# ---- block 1 ----
==> block_1/clock_nets.png <==
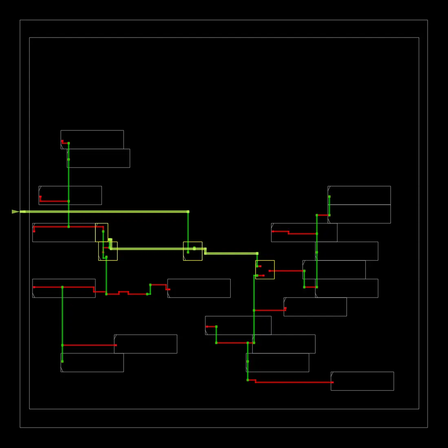

[src/rtl/mux4_rr_arbiter_pkg.sv]
// Shared definitions for the four-requester round-robin mux arbiter:
// state encoding, requester/select sizing and a one-hot helper.
package mux4_rr_arbiter_pkg;

  localparam int NREQ  = 4;
  localparam int SEL_W = 2;
  localparam int CNT_W = 8;

  typedef enum logic {
    ST_IDLE  = 1'b0,
    ST_GRANT = 1'b1
  } arb_state_e;

  typedef struct packed {
    logic             found;
    logic [SEL_W-1:0] idx;
  } pick_t;

  function automatic logic [NREQ-1:0] sel2onehot(input logic [SEL_W-1:0] sel);
    logic [NREQ-1:0] oh;
    oh      = '0;
    oh[sel] = 1'b1;
    return oh;
  endfunction

endpackage

[src/rtl/MUX_estrutural.sv]
// Gate-level 4:1 single-bit multiplexer: Y = D[S].
module MUX_estrutural (
  input  logic [3:0] D,
  input  logic [1:0] S,
  output logic       Y
);

  logic       s0_n;
  logic       s1_n;
  logic [3:0] term;

  not u_n0 (s0_n, S[0]);
  not u_n1 (s1_n, S[1]);

  and u_a0 (term[0], D[0], s1_n, s0_n);
  and u_a1 (term[1], D[1], s1_n, S[0]);
  and u_a2 (term[2], D[2], S[1], s0_n);
  and u_a3 (term[3], D[3], S[1], S[0]);

  or  u_o  (Y, term[0], term[1], term[2], term[3]);

endmodule

[src/rtl/mux4_rr_arbiter.sv]
// Round-robin arbiter with bounded hold time that drives the select of a
// shared structural 4:1 bit mux and registers the selected bit with a valid.
module mux4_rr_arbiter
  import mux4_rr_arbiter_pkg::*;
#(
  parameter int HOLD_MAX = 8
) (
  input  logic             CLK,
  input  logic             RST,
  input  logic [NREQ-1:0]  REQ,
  input  logic [NREQ-1:0]  D,
  output logic [NREQ-1:0]  GNT,
  output logic [SEL_W-1:0] S,
  output logic             Y,
  output logic             VALID
);

  localparam logic [CNT_W-1:0] CNT_TOP = CNT_W'(HOLD_MAX - 1);

  arb_state_e       state_p0;
  arb_state_e       state_nx;
  logic [SEL_W-1:0] last_p0;
  logic [SEL_W-1:0] last_nx;
  logic [CNT_W-1:0] cnt_p0;
  logic [CNT_W-1:0] cnt_nx;
  logic [NREQ-1:0]  gnt_nx;
  logic [SEL_W-1:0] sel_nx;
  pick_t            pick_any;
  pick_t            pick_other;
  logic             mux_y;

  // Scan base+1, base+2, base+3, base; first requesting index wins.
  function automatic pick_t rr_pick(input logic [NREQ-1:0] req,
                                    input logic [SEL_W-1:0] base);
    pick_t            p;
    logic [SEL_W-1:0] idx;
    p = '0;
    for (int k = 1; k <= NREQ; k++) begin
      idx = base + SEL_W'(k);
      if (!p.found && req[idx]) begin
        p.found = 1'b1;
        p.idx   = idx;
      end
    end
    return p;
  endfunction

  // While granted, last_p0 is the holder, so masking it gives "others only".
  assign pick_any   = rr_pick(REQ, last_p0);
  assign pick_other = rr_pick(REQ & ~sel2onehot(last_p0), last_p0);

  MUX_estrutural u_mux (
    .D (D),
    .S (S),
    .Y (mux_y)
  );

  // Stage p0: arbitration state and registered outputs
  always_ff @(posedge CLK or posedge RST) begin
    if (RST) begin
      state_p0 <= ST_IDLE;
      last_p0  <= '1;
      cnt_p0   <= '0;
      GNT      <= '0;
      S        <= '0;
      Y        <= 1'b0;
      VALID    <= 1'b0;
    end else begin
      state_p0 <= state_nx;
      last_p0  <= last_nx;
      cnt_p0   <= cnt_nx;
      GNT      <= gnt_nx;
      S        <= sel_nx;
      Y        <= mux_y;
      VALID    <= (state_p0 == ST_GRANT);
    end
  end

  always_comb begin
    state_nx = state_p0;
    last_nx  = last_p0;
    cnt_nx   = cnt_p0;
    unique case (state_p0)
      ST_IDLE: begin
        if (pick_any.found) begin
          state_nx = ST_GRANT;
          last_nx  = pick_any.idx;
          cnt_nx   = '0;
        end
      end
      ST_GRANT: begin
        if (!REQ[last_p0]) begin
          cnt_nx = '0;
          if (pick_any.found) begin
            last_nx = pick_any.idx;
          end else begin
            state_nx = ST_IDLE;
          end
        end else if (cnt_p0 != CNT_TOP) begin
          cnt_nx = cnt_p0 + 1'b1;
        end else begin
          // Timeout: hand over if anyone else waits, otherwise regrant.
          cnt_nx = '0;
          if (pick_other.found) begin
            last_nx = pick_other.idx;
          end
        end
      end
      default: begin
        state_nx = ST_IDLE;
        cnt_nx   = '0;
      end
    endcase
  end

  // Select holds its last value while idle.
  always_comb begin
    gnt_nx = '0;
    sel_nx = S;
    if (state_nx == ST_GRANT) begin
      gnt_nx = sel2onehot(last_nx);
      sel_nx = last_nx;
    end
  end

endmodule

[config.mk]
export PLATFORM = sky130hd
export DESIGN_NAME = mux4_rr_arbiter
export DESIGN_NICKNAME = d
export VERILOG_FILES = /design/src/rtl/mux4_rr_arbiter_pkg.sv /design/src/rtl/MUX_estrutural.sv /design/src/rtl/mux4_rr_arbiter.sv
export SDC_FILE = /design/constraint.sdc
export NUM_CORES = 1
export LEC_CHECK = 0
export CAP_MARGIN = 40
export CORE_UTILIZATION = 40
export CTS_CLUSTER_SIZE = 24
export DETAILED_ROUTE_END_ITERATION = 6
export HOLD_SLACK_MARGIN = 0.05
export PLACE_DENSITY = 0.62
export SYNTH_ARGS = -nofsm -noshare
export SYNTH_HDL_FRONTEND = slang
export SYNTH_SLANG_ARGS = --single-unit
[constraint.sdc]
create_clock -name CLK -period 4.9 [get_ports CLK]
set_input_delay 0.98 -clock CLK [delete_from_list [all_inputs] [get_ports CLK]]
set_output_delay 0.98 -clock CLK [all_outputs]
set_load 0.005 [all_outputs]
# ---- block 2 ----
==> src/rtl/hazard_controller_if.sv <==
// Decode-side hazard information in, pipeline stall/flush/forward controls
// and event counters out, for the hazard controller.
interface hazard_controller_if #(
  parameter int CNT_W = 8
);
  logic             id_valid;
  logic [2:0]       id_rs1;
  logic [2:0]       id_rs2;
  logic [2:0]       id_rd;
  logic             id_uses_rs1;
  logic             id_uses_rs2;
  logic             id_reg_write;
  logic             id_mem_read;
  logic             ex_mispredict;
  logic             stall;
  logic             flush;
  logic [1:0]       forwardA;
  logic [1:0]       forwardB;
  logic [1:0]       ctrl_state;
  logic [CNT_W-1:0] stall_cnt;
  logic [CNT_W-1:0] flush_cnt;

  modport master (
    output id_valid, id_rs1, id_rs2, id_rd, id_uses_rs1, id_uses_rs2,
           id_reg_write, id_mem_read, ex_mispredict,
    input  stall, flush, forwardA, forwardB, ctrl_state, stall_cnt, flush_cnt
  );

  modport slave (
    input  id_valid, id_rs1, id_rs2, id_rd, id_uses_rs1, id_uses_rs2,
           id_reg_write, id_mem_read, ex_mispredict,
    output stall, flush, forwardA, forwardB, ctrl_state, stall_cnt, flush_cnt
  );
endinterface

==> src/rtl/hazard_controller.sv <==
// Pipeline hazard controller: shadows in-flight destinations (EX/MEM/WB),
// raises load-use stalls, mispredict flushes and operand forwarding selects.
module hazard_controller #(
  parameter int FLUSH_CYCLES = 1,
  parameter bit R0_HARDWIRED = 1'b1,
  parameter int CNT_W        = 8
) (
  input logic          clk,
  input logic          reset,
  hazard_controller_if.slave hz
);

  typedef enum logic [1:0] {
    ST_RUN        = 2'b00,
    ST_LOAD_STALL = 2'b01,
    ST_FLUSH      = 2'b10
  } state_t;

  typedef struct packed {
    logic       valid;
    logic [2:0] rs1;
    logic [2:0] rs2;
    logic       use1;
    logic       use2;
    logic [2:0] rd;
    logic       we;
    logic       mr;
  } ex_stage_t;

  typedef struct packed {
    logic [2:0] rd;
    logic       we;
    logic       mr;
  } mem_stage_t;

  typedef struct packed {
    logic [2:0] rd;
    logic       we;
  } wb_stage_t;

  localparam ex_stage_t EX_BUBBLE_C = '{valid: 1'b0, rs1: 3'd0, rs2: 3'd0, use1: 1'b0,
                                        use2: 1'b0, rd: 3'd0, we: 1'b0, mr: 1'b0};
  localparam mem_stage_t MEM_BUBBLE_C = '{rd: 3'd0, we: 1'b0, mr: 1'b0};
  localparam wb_stage_t  WB_BUBBLE_C  = '{rd: 3'd0, we: 1'b0};
  localparam logic [1:0] FLUSH_LOAD_C = 2'(FLUSH_CYCLES - 1);
  localparam logic [CNT_W-1:0] CNT_MAX_C = {CNT_W{1'b1}};
  localparam logic [CNT_W-1:0] CNT_ONE_C = {{(CNT_W-1){1'b0}}, 1'b1};

  ex_stage_t        ex_r, ex_nx_s;
  mem_stage_t       mem_r;
  wb_stage_t        wb_r;
  state_t           state_r, state_nx_s;
  logic [1:0]       fcnt_r, fcnt_nx_s;
  logic [CNT_W-1:0] stall_cnt_r, flush_cnt_r;
  logic             ld_hz_s, mp_s, flush_s, stall_s;
  logic [1:0]       fwd_a_s, fwd_b_s;

  function automatic logic r0_ok(input logic [2:0] rd);
    return !(R0_HARDWIRED && (rd == 3'd0));
  endfunction

  // MEM (ALU results only) beats WB; loads still sitting in MEM never forward
  function automatic logic [1:0] fwd_sel(input logic uses, input logic [2:0] rs,
                                         input mem_stage_t mem, input wb_stage_t wb);
    logic [1:0] sel;
    sel = 2'b00;
    if (uses && mem.we && !mem.mr && (mem.rd == rs) && r0_ok(rs)) begin
      sel = 2'b01;
    end else if (wb.we && (wb.rd == rs) && r0_ok(rs)) begin
      sel = 2'b10;
    end else begin
      sel = 2'b00;
    end
    return sel;
  endfunction

  // Load-use hazard against the load currently in EX
  always_comb begin
    ld_hz_s = 1'b0;
    if (hz.id_valid && ex_r.valid && ex_r.mr && ex_r.we && r0_ok(ex_r.rd)) begin
      ld_hz_s = (hz.id_uses_rs1 && (hz.id_rs1 == ex_r.rd)) ||
                (hz.id_uses_rs2 && (hz.id_rs2 == ex_r.rd));
    end else begin
      ld_hz_s = 1'b0;
    end
  end

  assign mp_s    = hz.ex_mispredict & ex_r.valid;
  assign flush_s = (state_r == ST_FLUSH) | mp_s;
  assign stall_s = ld_hz_s & ~flush_s;

  // Next EX shadow: decode instruction, or a bubble when held or killed
  always_comb begin
    ex_nx_s = EX_BUBBLE_C;
    if (hz.id_valid && !stall_s && !flush_s) begin
      ex_nx_s = '{valid: 1'b1, rs1: hz.id_rs1, rs2: hz.id_rs2, use1: hz.id_uses_rs1,
                  use2: hz.id_uses_rs2, rd: hz.id_rd, we: hz.id_reg_write,
                  mr: hz.id_mem_read};
    end else begin
      ex_nx_s = EX_BUBBLE_C;
    end
  end

  // Shadow pipeline registers; MEM and WB always advance
  always_ff @(posedge clk) begin
    if (reset) begin
      ex_r  <= EX_BUBBLE_C;
      mem_r <= MEM_BUBBLE_C;
      wb_r  <= WB_BUBBLE_C;
    end else begin
      ex_r  <= ex_nx_s;
      mem_r <= '{rd: ex_r.rd, we: ex_r.we, mr: ex_r.mr};
      wb_r  <= '{rd: mem_r.rd, we: mem_r.we};
    end
  end

  // Controller next state; the mispredict cycle itself is the first flush cycle
  always_comb begin
    state_nx_s = state_r;
    fcnt_nx_s  = fcnt_r;
    case (state_r)
      ST_RUN: begin
        if (mp_s) begin
          state_nx_s = (FLUSH_LOAD_C != 2'd0) ? ST_FLUSH : ST_RUN;
          fcnt_nx_s  = FLUSH_LOAD_C;
        end else if (ld_hz_s) begin
          state_nx_s = ST_LOAD_STALL;
        end else begin
          state_nx_s = ST_RUN;
        end
      end
      ST_LOAD_STALL: begin
        if (mp_s) begin
          state_nx_s = (FLUSH_LOAD_C != 2'd0) ? ST_FLUSH : ST_RUN;
          fcnt_nx_s  = FLUSH_LOAD_C;
        end else begin
          state_nx_s = ST_RUN;
        end
      end
      ST_FLUSH: begin
        if (fcnt_r <= 2'd1) begin
          state_nx_s = ST_RUN;
          fcnt_nx_s  = 2'd0;
        end else begin
          state_nx_s = ST_FLUSH;
          fcnt_nx_s  = fcnt_r - 2'd1;
        end
      end
      default: begin
        state_nx_s = ST_RUN;
        fcnt_nx_s  = 2'd0;
      end
    endcase
  end

  // Controller state and flush countdown registers
  always_ff @(posedge clk) begin
    if (reset) begin
      state_r <= ST_RUN;
      fcnt_r  <= 2'd0;
    end else begin
      state_r <= state_nx_s;
      fcnt_r  <= fcnt_nx_s;
    end
  end

  // Operand forwarding selects for the EX instruction
  always_comb begin
    fwd_a_s = 2'b00;
    fwd_b_s = 2'b00;
    if (ex_r.valid) begin
      fwd_a_s = fwd_sel(ex_r.use1, ex_r.rs1, mem_r, wb_r);
      fwd_b_s = fwd_sel(ex_r.use2, ex_r.rs2, mem_r, wb_r);
    end else begin
      fwd_a_s = 2'b00;
      fwd_b_s = 2'b00;
    end
  end

  // Saturating stall-cycle and mispredict counters
  always_ff @(posedge clk) begin
    if (reset) begin
      stall_cnt_r <= {CNT_W{1'b0}};
      flush_cnt_r <= {CNT_W{1'b0}};
    end else begin
      if (stall_s && (stall_cnt_r != CNT_MAX_C)) begin
        stall_cnt_r <= stall_cnt_r + CNT_ONE_C;
      end
      if (mp_s && (flush_cnt_r != CNT_MAX_C)) begin
        flush_cnt_r <= flush_cnt_r + CNT_ONE_C;
      end
    end
  end

  assign hz.stall      = stall_s;
  assign hz.flush      = flush_s;
  assign hz.forwardA   = fwd_a_s;
  assign hz.forwardB   = fwd_b_s;
  assign hz.ctrl_state = state_r;
  assign hz.stall_cnt  = stall_cnt_r;
  assign hz.flush_cnt  = flush_cnt_r;

endmodule

==> src/flat_wrapper.sv <==
// flat-port wrapper written by rule: the top's interface ports become plain ports
module hazard_controller_flat 
#(
  parameter int FLUSH_CYCLES = 1,
  parameter bit R0_HARDWIRED = 1'b1,
  parameter int CNT_W        = 8
)
  (clk, reset, hz_id_valid, hz_id_rs1, hz_id_rs2, hz_id_rd, hz_id_uses_rs1, hz_id_uses_rs2, hz_id_reg_write, hz_id_mem_read, hz_ex_mispredict, hz_stall, hz_flush, hz_forwardA, hz_forwardB, hz_ctrl_state, hz_stall_cnt, hz_flush_cnt);
  hazard_controller_if #(.CNT_W(CNT_W)) hz_i ();
  input logic clk;
  input logic reset;
  input wire logic [$bits(hz_i.id_valid)-1:0] hz_id_valid;
  input wire logic [$bits(hz_i.id_rs1)-1:0] hz_id_rs1;
  input wire logic [$bits(hz_i.id_rs2)-1:0] hz_id_rs2;
  input wire logic [$bits(hz_i.id_rd)-1:0] hz_id_rd;
  input wire logic [$bits(hz_i.id_uses_rs1)-1:0] hz_id_uses_rs1;
  input wire logic [$bits(hz_i.id_uses_rs2)-1:0] hz_id_uses_rs2;
  input wire logic [$bits(hz_i.id_reg_write)-1:0] hz_id_reg_write;
  input wire logic [$bits(hz_i.id_mem_read)-1:0] hz_id_mem_read;
  input wire logic [$bits(hz_i.ex_mispredict)-1:0] hz_ex_mispredict;
  output wire logic [$bits(hz_i.stall)-1:0] hz_stall;
  output wire logic [$bits(hz_i.flush)-1:0] hz_flush;
  output wire logic [$bits(hz_i.forwardA)-1:0] hz_forwardA;
  output wire logic [$bits(hz_i.forwardB)-1:0] hz_forwardB;
  output wire logic [$bits(hz_i.ctrl_state)-1:0] hz_ctrl_state;
  output wire logic [$bits(hz_i.stall_cnt)-1:0] hz_stall_cnt;
  output wire logic [$bits(hz_i.flush_cnt)-1:0] hz_flush_cnt;
  assign hz_i.id_valid = hz_id_valid;
  assign hz_i.id_rs1 = hz_id_rs1;
  assign hz_i.id_rs2 = hz_id_rs2;
  assign hz_i.id_rd = hz_id_rd;
  assign hz_i.id_uses_rs1 = hz_id_uses_rs1;
  assign hz_i.id_uses_rs2 = hz_id_uses_rs2;
  assign hz_i.id_reg_write = hz_id_reg_write;
  assign hz_i.id_mem_read = hz_id_mem_read;
  assign hz_i.ex_mispredict = hz_ex_mispredict;
  assign hz_stall = hz_i.stall;
  assign hz_flush = hz_i.flush;
  assign hz_forwardA = hz_i.forwardA;
  assign hz_forwardB = hz_i.forwardB;
  assign hz_ctrl_state = hz_i.ctrl_state;
  assign hz_stall_cnt = hz_i.stall_cnt;
  assign hz_flush_cnt = hz_i.flush_cnt;
  hazard_controller #(.FLUSH_CYCLES(FLUSH_CYCLES), .R0_HARDWIRED(R0_HARDWIRED), .CNT_W(CNT_W)) u_core (.clk(clk), .reset(reset), .hz(hz_i));
endmodule
==> config.mk <==
export PLATFORM = sky130hd
export DESIGN_NAME = hazard_controller_flat
export DESIGN_NICKNAME = d
export VERILOG_FILES = /design/src/rtl/hazard_controller_if.sv /design/src/rtl/hazard_controller.sv /design/src/flat_wrapper.sv
export SDC_FILE = /design/constraint.sdc
export NUM_CORES = 1
export LEC_CHECK = 0
export ABC_AREA = 1
export CORE_ASPECT_RATIO = 0.6
export CORE_MARGIN = 3
export CORE_UTILIZATION = 32
export CTS_CLUSTER_SIZE = 16
export DETAILED_ROUTE_END_ITERATION = 8
export GPL_ROUTABILITY_DRIVEN = 0
export PLACE_DENSITY = 0.64
export SYNTH_ARGS = -nofsm -noshare
export SYNTH_HDL_FRONTEND = slang
export SYNTH_SLANG_ARGS = --single-unit
export TNS_END_PERCENT = 10
==> constraint.sdc <==
create_clock -name clk -period 3.9 [get_ports clk]
set_clock_uncertainty 0.1 [all_clocks]
set_input_delay 0.78 -clock clk [delete_from_list [all_inputs] [get_ports clk]]
set_output_delay 0.78 -clock clk [all_outputs]
set_load 0.05 [all_outputs]
# ---- block 3 ----
### config.mk
export PLATFORM = sky130hd
export DESIGN_NAME = n_bit_adder_display
export DESIGN_NICKNAME = d
export VERILOG_FILES = /design/src/rtl/n_bit_adder_display.sv
export SDC_FILE = /design/constraint.sdc
export NUM_CORES = 1
export LEC_CHECK = 0
export ABC_AREA = 1
export CAP_MARGIN = 20
export CELL_PAD_IN_SITES_DETAIL_PLACEMENT = 1
export CELL_PAD_IN_SITES_GLOBAL_PLACEMENT = 2
export CORE_MARGIN = 5
export CORE_UTILIZATION = 34
export CTS_CLUSTER_DIAMETER = 40
export DETAILED_ROUTE_END_ITERATION = 10
export GPL_TIMING_DRIVEN = 0
export PLACE_DENSITY = 0.79
export REMOVE_ABC_BUFFERS = 1
export SLEW_MARGIN = 20
export SYNTH_ARGS = -nofsm -noshare
export SYNTH_HDL_FRONTEND = slang
export SYNTH_SLANG_ARGS = --single-unit
### constraint.sdc
create_clock -name clk -period 2.4 [get_ports clk]
set_input_delay 0.36 -clock clk [delete_from_list [all_inputs] [get_ports clk]]
set_output_delay 0.36 -clock clk [all_outputs]
set_load 0.05 [all_outputs]
### src/rtl/n_bit_adder_display.sv
// Two-stage pipelined add/subtract unit with a multiplexed seven-segment
// hex display of {cout, sum} and an overflow marker on the digit-0 point.
//
// state       | meaning
// ------------+-------------------------------------------------------------
// cnt         | cycles spent in the current digit slot, 0..REFRESH_DIV-1
// idx         | digit currently being driven, 0..DIGITS-1 (0 = rightmost)
// snap        | display value latched at the start of each scan

module n_bit_adder_display #(
    parameter int WIDTH       = 8,
    parameter int DIGITS      = 4,
    parameter int REFRESH_DIV = 100000
) (
    input  logic              clk,
    input  logic              clr_n,
    input  logic [WIDTH-1:0]  a,
    input  logic [WIDTH-1:0]  b,
    input  logic              sub,
    input  logic              blank,
    output logic [WIDTH-1:0]  sum,
    output logic              cout,
    output logic              ovf,
    output logic [DIGITS-1:0] an,
    output logic [6:0]        ca,
    output logic              dp
);

    localparam int NIBW = 4 * DIGITS;
    localparam int IDXW = (DIGITS > 1) ? $clog2(DIGITS) : 1;
    localparam int CNTW = $clog2(REFRESH_DIV);

    logic [WIDTH-1:0]  a_q;
    logic [WIDTH-1:0]  b_q;
    logic              sub_q;

    logic [WIDTH-1:0]  b_x;
    logic [WIDTH:0]    full;
    logic              ovf_nxt;

    logic [CNTW-1:0]   cnt;
    logic [IDXW-1:0]   idx;
    logic              cnt_tc;
    logic              idx_tc;
    logic [NIBW-1:0]   disp_val;
    logic [NIBW-1:0]   snap;
    logic              snap_ovf;

    logic [NIBW-1:0]   shifted;
    logic [3:0]        nib;
    logic              dig_blank;
    logic [DIGITS-1:0] an_nxt;
    logic [6:0]        ca_nxt;
    logic              dp_nxt;

    function automatic logic [6:0] hex_seg(input logic [3:0] v);
        logic [6:0] s;
        case (v)
            4'h0:    s = 7'h40;
            4'h1:    s = 7'h79;
            4'h2:    s = 7'h24;
            4'h3:    s = 7'h30;
            4'h4:    s = 7'h19;
            4'h5:    s = 7'h12;
            4'h6:    s = 7'h02;
            4'h7:    s = 7'h78;
            4'h8:    s = 7'h00;
            4'h9:    s = 7'h10;
            4'hA:    s = 7'h08;
            4'hB:    s = 7'h03;
            4'hC:    s = 7'h46;
            4'hD:    s = 7'h21;
            4'hE:    s = 7'h06;
            default: s = 7'h0E;
        endcase
        return s;
    endfunction

    // Stage 1: capture operands and mode every cycle.
    always_ff @(posedge clk or negedge clr_n) begin
        if (!clr_n) begin
            a_q   <= '0;
            b_q   <= '0;
            sub_q <= 1'b0;
        end else begin
            a_q   <= a;
            b_q   <= b;
            sub_q <= sub;
        end
    end

    // Subtraction is A + ~B + 1; overflow looks at the inverted B operand.
    always_comb begin
        b_x     = b_q ^ {WIDTH{sub_q}};
        full    = {1'b0, a_q} + {1'b0, b_x} + {{WIDTH{1'b0}}, sub_q};
        ovf_nxt = (a_q[WIDTH-1] == b_x[WIDTH-1]) && (full[WIDTH-1] != a_q[WIDTH-1]);
    end

    // Stage 2: register the arithmetic result.
    always_ff @(posedge clk or negedge clr_n) begin
        if (!clr_n) begin
            sum  <= '0;
            cout <= 1'b0;
            ovf  <= 1'b0;
        end else begin
            sum  <= full[WIDTH-1:0];
            cout <= full[WIDTH];
            ovf  <= ovf_nxt;
        end
    end

    always_comb begin
        disp_val = NIBW'({cout, sum});
        cnt_tc   = (cnt == CNTW'(REFRESH_DIV - 1));
        idx_tc   = (idx == IDXW'(DIGITS - 1));
    end

    // Slot timer and digit scan; the snapshot is taken only as the scan
    // restarts at digit 0 so one pass never shows two different results.
    always_ff @(posedge clk or negedge clr_n) begin
        if (!clr_n) begin
            cnt      <= '0;
            idx      <= '0;
            snap     <= '0;
            snap_ovf <= 1'b0;
        end else if (cnt_tc) begin
            cnt <= '0;
            if (idx_tc) begin
                idx      <= '0;
                snap     <= disp_val;
                snap_ovf <= ovf;
            end else begin
                idx <= idx + 1'b1;
            end
        end else begin
            cnt <= cnt + 1'b1;
        end
    end

    // A digit is blanked when it and every digit to its left are zero.
    always_comb begin
        shifted   = snap >> {idx, 2'b00};
        nib       = shifted[3:0];
        dig_blank = blank && (idx != '0) && (shifted == '0);
        an_nxt    = dig_blank ? {DIGITS{1'b1}} : ~(DIGITS'(1) << idx);
        ca_nxt    = dig_blank ? 7'h7F : hex_seg(nib);
        dp_nxt    = !((idx == '0) && snap_ovf);
    end

    // Registered display drive, one cycle behind the scan index.
    always_ff @(posedge clk or negedge clr_n) begin
        if (!clr_n) begin
            an <= {DIGITS{1'b1}};
            ca <= 7'h7F;
            dp <= 1'b1;
        end else begin
            an <= an_nxt;
            ca <= ca_nxt;
            dp <= dp_nxt;
        end
    end

endmodule
# ---- block 4 ----
[config.mk]
export PLATFORM = sky130hd
export DESIGN_NAME = mul_div_unit_flat
export DESIGN_NICKNAME = d
export VERILOG_FILES = /design/src/rtl/mul_div_unit_pkg.sv /design/src/rtl/mul_div_unit_if.sv /design/src/rtl/mdu_sign_fix.sv /design/src/rtl/mul_div_unit.sv /design/src/flat_wrapper.sv
export SDC_FILE = /design/constraint.sdc
export NUM_CORES = 1
export LEC_CHECK = 0
export ABC_AREA = 1
export CAP_MARGIN = 25
export CORE_MARGIN = 3
export CORE_UTILIZATION = 57
export CTS_BUF_LIST = sky130_fd_sc_hd__clkbuf_8
export DETAILED_ROUTE_END_ITERATION = 12
export PLACE_DENSITY = 0.92
export SLEW_MARGIN = 15
export SYNTH_ARGS = -nofsm -noshare
export SYNTH_HDL_FRONTEND = slang
export SYNTH_SLANG_ARGS = --single-unit
[constraint.sdc]
create_clock -name clk -period 4.35 [get_ports clk]
set_input_delay 0.87 -clock clk [delete_from_list [all_inputs] [get_ports clk]]
set_output_delay 0.87 -clock clk [all_outputs]
set_load 0.005 [all_outputs]
[src/rtl/mul_div_unit_pkg.sv]
// mduPkg: shared opcode/state types and iteration count for the iterative multiply/divide unit
package mduPkg;
  typedef enum logic [2:0] {MUL, MULH, MULHSU, MULHU, DIV, DIVU, REM, REMU} mdu_op;
  typedef enum logic [1:0] {IDLE, CALC, DONE} mdu_state;
  localparam int ITER = 32;
  function automatic logic is_rem(mdu_op op);
    return op[2] & op[1];
  endfunction
endpackage

[src/rtl/mul_div_unit_if.sv]
// mul_div_unit_if: request/response handshake between the core (master) and the unit (slave)
interface mul_div_unit_if;
  import mduPkg::*;
  logic req_valid;
  logic req_ready;
  mdu_op req_op;
  logic [31:0] req_in1;
  logic [31:0] req_in2;
  logic rsp_valid;
  logic rsp_ready;
  logic [31:0] rsp_out;
  logic flush;
  modport master (
    output req_valid, req_op, req_in1, req_in2, rsp_ready, flush,
    input  req_ready, rsp_valid, rsp_out
  );
  modport slave (
    input  req_valid, req_op, req_in1, req_in2, rsp_ready, flush,
    output req_ready, rsp_valid, rsp_out
  );
endinterface

[src/rtl/mdu_sign_fix.sv]
// mdu_sign_fix: operand magnitudes plus result sign for an op, and the final two's-complement correction
module mdu_sign_fix
  import mduPkg::*;
(
  input  mdu_op       op,
  input  logic [31:0] in1,
  input  logic [31:0] in2,
  output logic [31:0] mag1,
  output logic [31:0] mag2,
  output logic        neg,
  input  logic [63:0] raw,
  input  logic        raw_neg,
  output logic [63:0] fixed
);
  logic s1, s2;
  assign s1 = in1[31] && (op inside {MUL, MULH, MULHSU, DIV, REM});
  assign s2 = in2[31] && (op inside {MUL, MULH, DIV, REM});
  assign mag1 = s1 ? -in1 : in1;
  assign mag2 = s2 ? -in2 : in2;
  // remainder takes the dividend's sign; everything else the XOR of both
  assign neg = op == REM ? s1 : s1 ^ s2;
  assign fixed = raw_neg ? -raw : raw;
endmodule

[src/rtl/mul_div_unit.sv]
// mul_div_unit: 32-iteration shift-add multiplier / restoring divider with valid-ready handshake
module mul_div_unit
  import mduPkg::*;
(
  input logic clk,
  input logic rst,
  mul_div_unit_if.slave bus
);
  mdu_state state, state_n;
  mdu_op op_q;
  logic [31:0] dvs, res, res_n, mag1, mag2, special_res;
  logic [63:0] p, p_n, mul_n, div_n, fix_raw, fixed;
  logic [32:0] sum;
  logic [33:0] trial;
  logic [5:0] cnt;
  logic neg, neg_q, accept, div0, ovf, last;
  mdu_sign_fix u_sign_fix (
    .op(bus.req_op), .in1(bus.req_in1), .in2(bus.req_in2),
    .mag1, .mag2, .neg, .raw(fix_raw), .raw_neg(neg_q), .fixed
  );
  assign bus.req_ready = state == IDLE;
  assign bus.rsp_valid = state == DONE;
  assign bus.rsp_out = res;
  assign accept = bus.req_valid && state == IDLE && !bus.flush;
  assign div0 = bus.req_op[2] && bus.req_in2 == '0;
  assign ovf = (bus.req_op == DIV || bus.req_op == REM) && bus.req_in1 == 32'h8000_0000 && bus.req_in2 == '1;
  assign special_res = div0 ? (is_rem(bus.req_op) ? bus.req_in1 : '1) : (is_rem(bus.req_op) ? '0 : 32'h8000_0000);
  // p holds {accumulator, multiplier} for multiply and {remainder, dividend/quotient} for divide
  assign sum = {1'b0, p[63:32]} + (p[0] ? {1'b0, dvs} : 33'd0);
  assign mul_n = {sum, p[31:1]};
  assign trial = {1'b0, p[63:31]} - {2'b0, dvs};
  assign div_n = trial[33] ? {p[62:0], 1'b0} : {trial[31:0], p[30:0], 1'b1};
  assign p_n = op_q[2] ? div_n : mul_n;
  assign fix_raw = !op_q[2] ? p_n : {32'd0, is_rem(op_q) ? p_n[63:32] : p_n[31:0]};
  assign res_n = (op_q == MUL || op_q[2]) ? fixed[31:0] : fixed[63:32];
  assign last = cnt == 6'(ITER - 1);
  always_comb begin
    state_n = state;
    state_n = state == IDLE ? (accept ? (div0 || ovf ? DONE : CALC) : IDLE)
            : state == CALC ? (bus.flush ? IDLE : last ? DONE : CALC)
            : (bus.flush || bus.rsp_ready) ? IDLE : DONE;
  end
  always_ff @(posedge clk or posedge rst) begin
    if (rst) begin
      state <= IDLE;
      op_q <= MUL;
      dvs <= '0;
      p <= '0;
      neg_q <= 1'b0;
      cnt <= '0;
      res <= '0;
    end else begin
      state <= state_n;
      if (accept) begin
        op_q <= bus.req_op;
        dvs <= mag2;
        p <= {32'd0, mag1};
        neg_q <= neg;
        cnt <= '0;
        if (div0 || ovf) res <= special_res;
      end else if (state == CALC && !bus.flush) begin
        p <= p_n;
        cnt <= cnt + 1'b1;
        if (last) res <= res_n;
      end
    end
  end
endmodule

[src/flat_wrapper.sv]
// flat-port wrapper written by rule: the top's interface ports become plain ports
module mul_div_unit_flat import mduPkg::*;
  (clk, rst, bus_req_valid, bus_req_op, bus_req_in1, bus_req_in2, bus_rsp_ready, bus_flush, bus_req_ready, bus_rsp_valid, bus_rsp_out);
  mul_div_unit_if bus_i ();
  input logic clk;
  input logic rst;
  input wire logic [$bits(bus_i.req_valid)-1:0] bus_req_valid;
  input wire logic [$bits(bus_i.req_op)-1:0] bus_req_op;
  input wire logic [$bits(bus_i.req_in1)-1:0] bus_req_in1;
  input wire logic [$bits(bus_i.req_in2)-1:0] bus_req_in2;
  input wire logic [$bits(bus_i.rsp_ready)-1:0] bus_rsp_ready;
  input wire logic [$bits(bus_i.flush)-1:0] bus_flush;
  output wire logic [$bits(bus_i.req_ready)-1:0] bus_req_ready;
  output wire logic [$bits(bus_i.rsp_valid)-1:0] bus_rsp_valid;
  output wire logic [$bits(bus_i.rsp_out)-1:0] bus_rsp_out;
  assign bus_i.req_valid = bus_req_valid;
  assign bus_i.req_op = bus_req_op;
  assign bus_i.req_in1 = bus_req_in1;
  assign bus_i.req_in2 = bus_req_in2;
  assign bus_i.rsp_ready = bus_rsp_ready;
  assign bus_i.flush = bus_flush;
  assign bus_req_ready = bus_i.req_ready;
  assign bus_rsp_valid = bus_i.rsp_valid;
  assign bus_rsp_out = bus_i.rsp_out;
  mul_div_unit u_core (.clk(clk), .rst(rst), .bus(bus_i));
endmodule

==> notes/layouts.md <==
Pictures saved along the way, in no particular order.

The clock network.
image #1
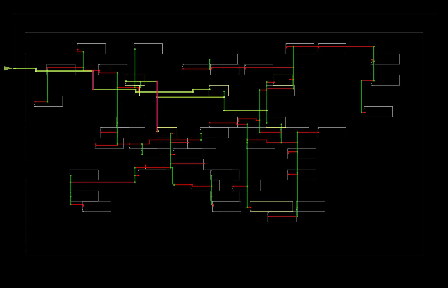
image #2
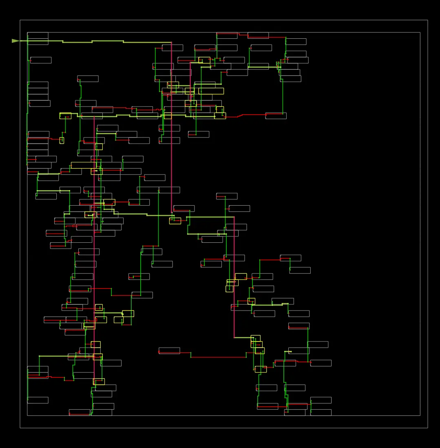
image #3
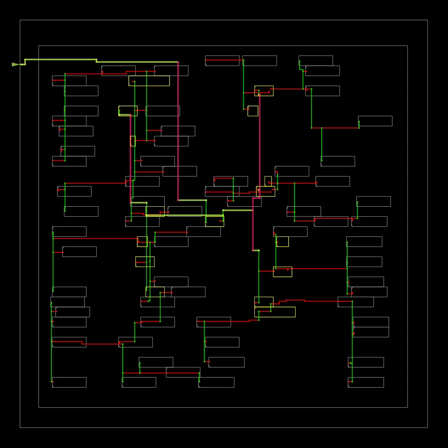
- block 2 = image #1
- block 4 = image #2
- block 3 = image #3
The one with the fewest clock buffers is image #1.

==> block_3/m1.png <==
Bar = 20 um.
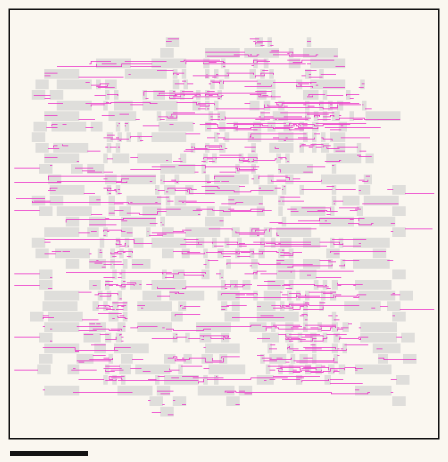
wire length on this layer: 3150 um
share of all routed wire: 46%
routing usage on met1: 0.162
Routed Wire Length: 6910 um
Via Count: 2496

==> impl_metrics.env, block 3 <==
# flow metrics
export IMPL_status="completed"
export IMPL_synth_seq_share=0.502
export IMPL_first_pass_iters=4
export IMPL_comb_share=0.341
export IMPL_cts_tree="built"
export IMPL_placed_cells=545
export IMPL_wl_per_cell_um=12.3
export IMPL_p_seq_mw=1.24
export IMPL_p_sw_frac=0.285
export IMPL_first_global_vias=2613
export IMPL_peakVddDrop_mv=0.312
export IMPL_internal_power_mw=1.96
export IMPL_top_power_group="sequential cells"
export IMPL_finalNonFillerCells=562
export IMPL_cts_buffer_depth=2
export IMPL_clkSinkCount=68
export IMPL_fp_util=0.350
export IMPL_power_frac_clock=0.375
export IMPL_ff_count=68
export IMPL_dpl_hpwl_um=5440
-- block 3: final timing paths --
path	end	from	slack, ps	depth (start not counted)
worst max-delay path	sum[6]$_DFF_PN0_	sub_q$_DFF_PN0_	270	5
worst min-delay path	dp$_DFF_PN1_	snap_ovf$_DFFE_PN0P_	420	1
worst max register to register	sum[6]$_DFF_PN0_	sub_q$_DFF_PN0_	270	5
worst min register to register	dp$_DFF_PN1_	snap_ovf$_DFFE_PN0P_	420	1
max in group asynchronous	an[2]$_DFF_PN1_	clr_n	1340	3
min in group asynchronous	snap_ovf$_DFFE_PN0P_	clr_n	480	2
==> block_4/m4.png <==
Bar = 50 um.
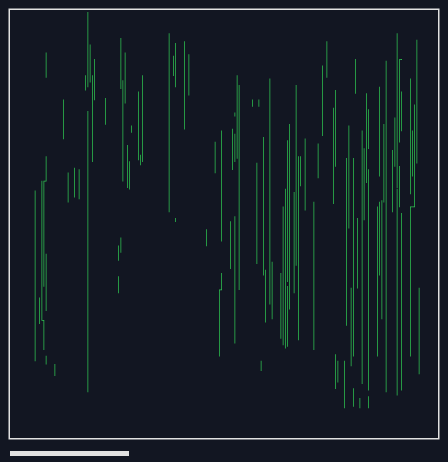
nets with wire on the layer: 97
share of all routed wire: 5.2%
wire length on this layer: 3780 um
longest straight run: 139 um

==> impl_metrics.env, block 4 <==
# flow metrics
export IMPL_p_sw_frac=0.585
export IMPL_fp_dieH_um=180
export IMPL_clock_skew_final_ps=15.4
export IMPL_p_leak_nw=11.0
export IMPL_synthFlopType="dfrtp_1"
export IMPL_cts_clk_slew_worst_paths_ps=100
export IMPL_gp_congestion=1.10
export IMPL_clkSinkCount=140
export IMPL_timing_rr_end="u_core.bus.rsp_out[7]$_DFFE_PP0P_"
export IMPL_num_fill_cells=2582
export IMPL_worstPathRequired_ps=4730
export IMPL_wl_per_cell_um=20.5
export IMPL_status="completed"
export IMPL_avgSynthCellArea_um2=5.80
export IMPL_setup_viol=0
export IMPL_internal_power_mw=5.77
export IMPL_top_cells_by_count="880 x nand2_1, 420 x inv_1, 343 x nor2_1"
export IMPL_setup_ws_ps=59.4
export IMPL_drt_initial_drc_count=3586
export IMPL_largest_area_cell="dfrtp_1"
export IMPL_ys_sh_aoi=0.145
## block 4: sequential cells by signal, summed over array words and instances, names as in the netlist
| register | flops |
|---|---|
| u_core.bus.rsp_out | 32 |
| u_core.neg_q | 1 |
| u_core.cnt | 6 |
| u_core.state | 2 |
| u_core.p | 64 |
| u_core.op_q | 3 |
| u_core.dvs | 32 |
## block 4: power groups by stage
stage	Clock, mW	Sequential (mW)	Combinational (mW)
after detailed placement	0	2.04	9.74
after floorplan	0	1.86	6.21
after global routing	1.26	2.09	11.4
final	1.21	2.08	10.6
after CTS	1.20	2.02	9.81
after global placement	0	2.02	9.64
==> block_2/m2.png <==
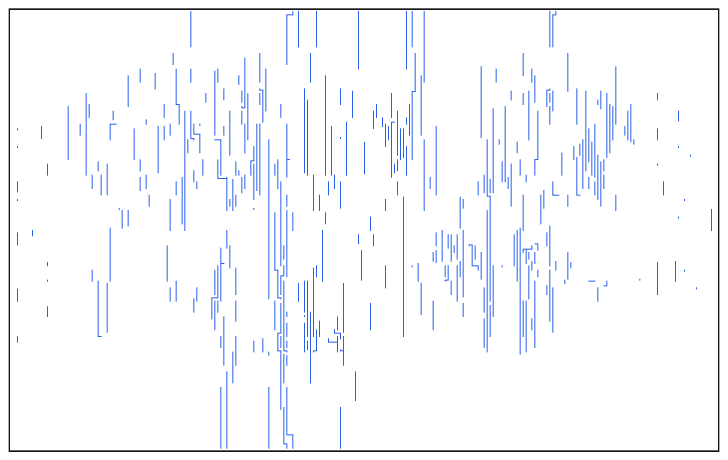
nets with wire on the layer: 250
main direction: vertical
longest straight run: 24.5 um
share of all routed wire: 35%

==> impl_metrics.env, block 2 <==
# flow metrics
export IMPL_status="completed"
export IMPL_r2r_slack_ps=2350
export IMPL_yosys_stat_area_um2=2030
export IMPL_dr_wl_met2_um=1490
export IMPL_fp_dieH_um=67.7
export IMPL_setup_tns_ps=0
export IMPL_ff_count=43
export IMPL_overflow=0
export IMPL_synth_cell_types=26
export IMPL_worstRegToRegCells=9
export IMPL_io_buffers=40
export IMPL_ys_ff=43
export IMPL_setup_ws_ps=574
export IMPL_clk_share=0.0393
export IMPL_synth_nets=308
export IMPL_grt_busiest_layer="met1"
export IMPL_setup_worst_path_start="hz_ex_mispredict"
export IMPL_cellPowerDensity_nw_per_um2=332
export IMPL_crit_chain="clkdlybuf4s50_1 > nand2_1 > inv_1 > nor2_8 > inv_1 > clkdlybuf4s50_1"
export IMPL_rows=21
export IMPL_worst_path_buf_inv=4
export IMPL_holdCritStartpoint="u_core.mem_r[1]$_SDFF_PP0_"
export IMPL_p_sw_frac=0.227
## block 2: flip-flops by register name, summed over array words and instances (netlist names)
name,count
u_core.fcnt_r,2
u_core.hz.stall_cnt,8
u_core.ex_r,14
u_core.hz.ctrl_state,2
u_core.hz.flush_cnt,8
u_core.mem_r,5
u_core.wb_r,4
## block 2: kinds of logic after synthesis
family | Yosys count
simple gates | 152
buf+inv | 60
flops | 43
compound gates | 22
xor+xnor | 10
fa+ha+maj | 2
==> block_1/m3.png <==
Bar = 20 um.
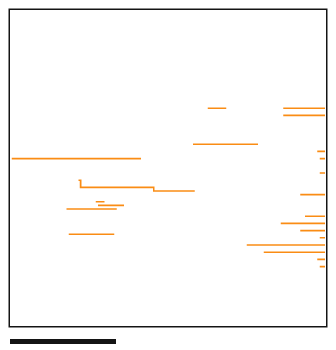
longest straight run: 24.1 um
wire length on this layer: 153 um
main direction: horizontal
GRT met3 Usage: 0.0498
Routed Wire Length: 2610 um

About block_1/clock_nets.png:
CLK BUF: 3
P_clk: 76.9 uW
clock skew: 4.90 ps
Skew-Pair Late Insertion Delay: 290 ps
clock sinks: 19

==> impl_metrics.env, block 1 <==
# flow metrics
export IMPL_finalNonFillerCells=193
export IMPL_top_layer="met3"
export IMPL_placed_cells=189
export IMPL_worstRegToRegCells=9
export IMPL_synth_nets=149
export IMPL_cts_buffer_depth=2
export IMPL_ys_sh_aoi=0.190
export IMPL_cpPeakStageDelay_ps=680
export IMPL_p_seq_uw=267
export IMPL_p_switching_uw=332
export IMPL_min_period_ps=3200
export IMPL_worstPathArrival_ps=3390
export IMPL_yosysMostFrequentCell="dfrtp_1"
export IMPL_simple_gate_area_frac=0.215
export IMPL_peakVddDrop_mv=0.195
export IMPL_htreeDepth=1
export IMPL_status="completed"
block 1: worst max path at each step:
stage	from	to	depth (start not counted)
after CTS	REQ[0]	GNT[1]$_DFF_PP0_	7
final	REQ[1]	GNT[1]$_DFF_PP0_	7
after detailed placement	REQ[0]	GNT[1]$_DFF_PP0_	7
after global routing	REQ[1]	GNT[3]$_DFF_PP0_	7
after global placement	REQ[1]	GNT[1]$_DFF_PP0_	7
after floorplan	REQ[1]	GNT[1]$_DFF_PP0_	8


==> screenshots <==
Cells by drive strength.
Plate I
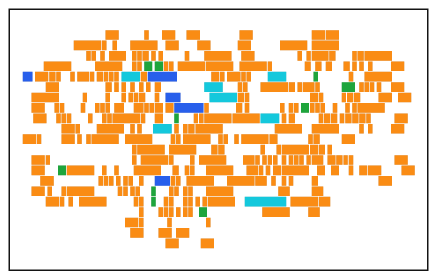
Plate II
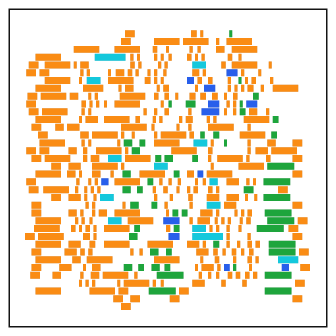
Plate III
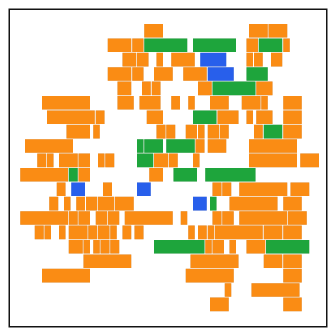
| picture | from |
|---|---|
| Plate I | block 2 |
| Plate II | block 3 |
| Plate III | block 1 |
Of these, most cells: Plate II
Of these, fewest cells: Plate III

Power figures rest on the tool's default switching activity, not on a simulated workload.
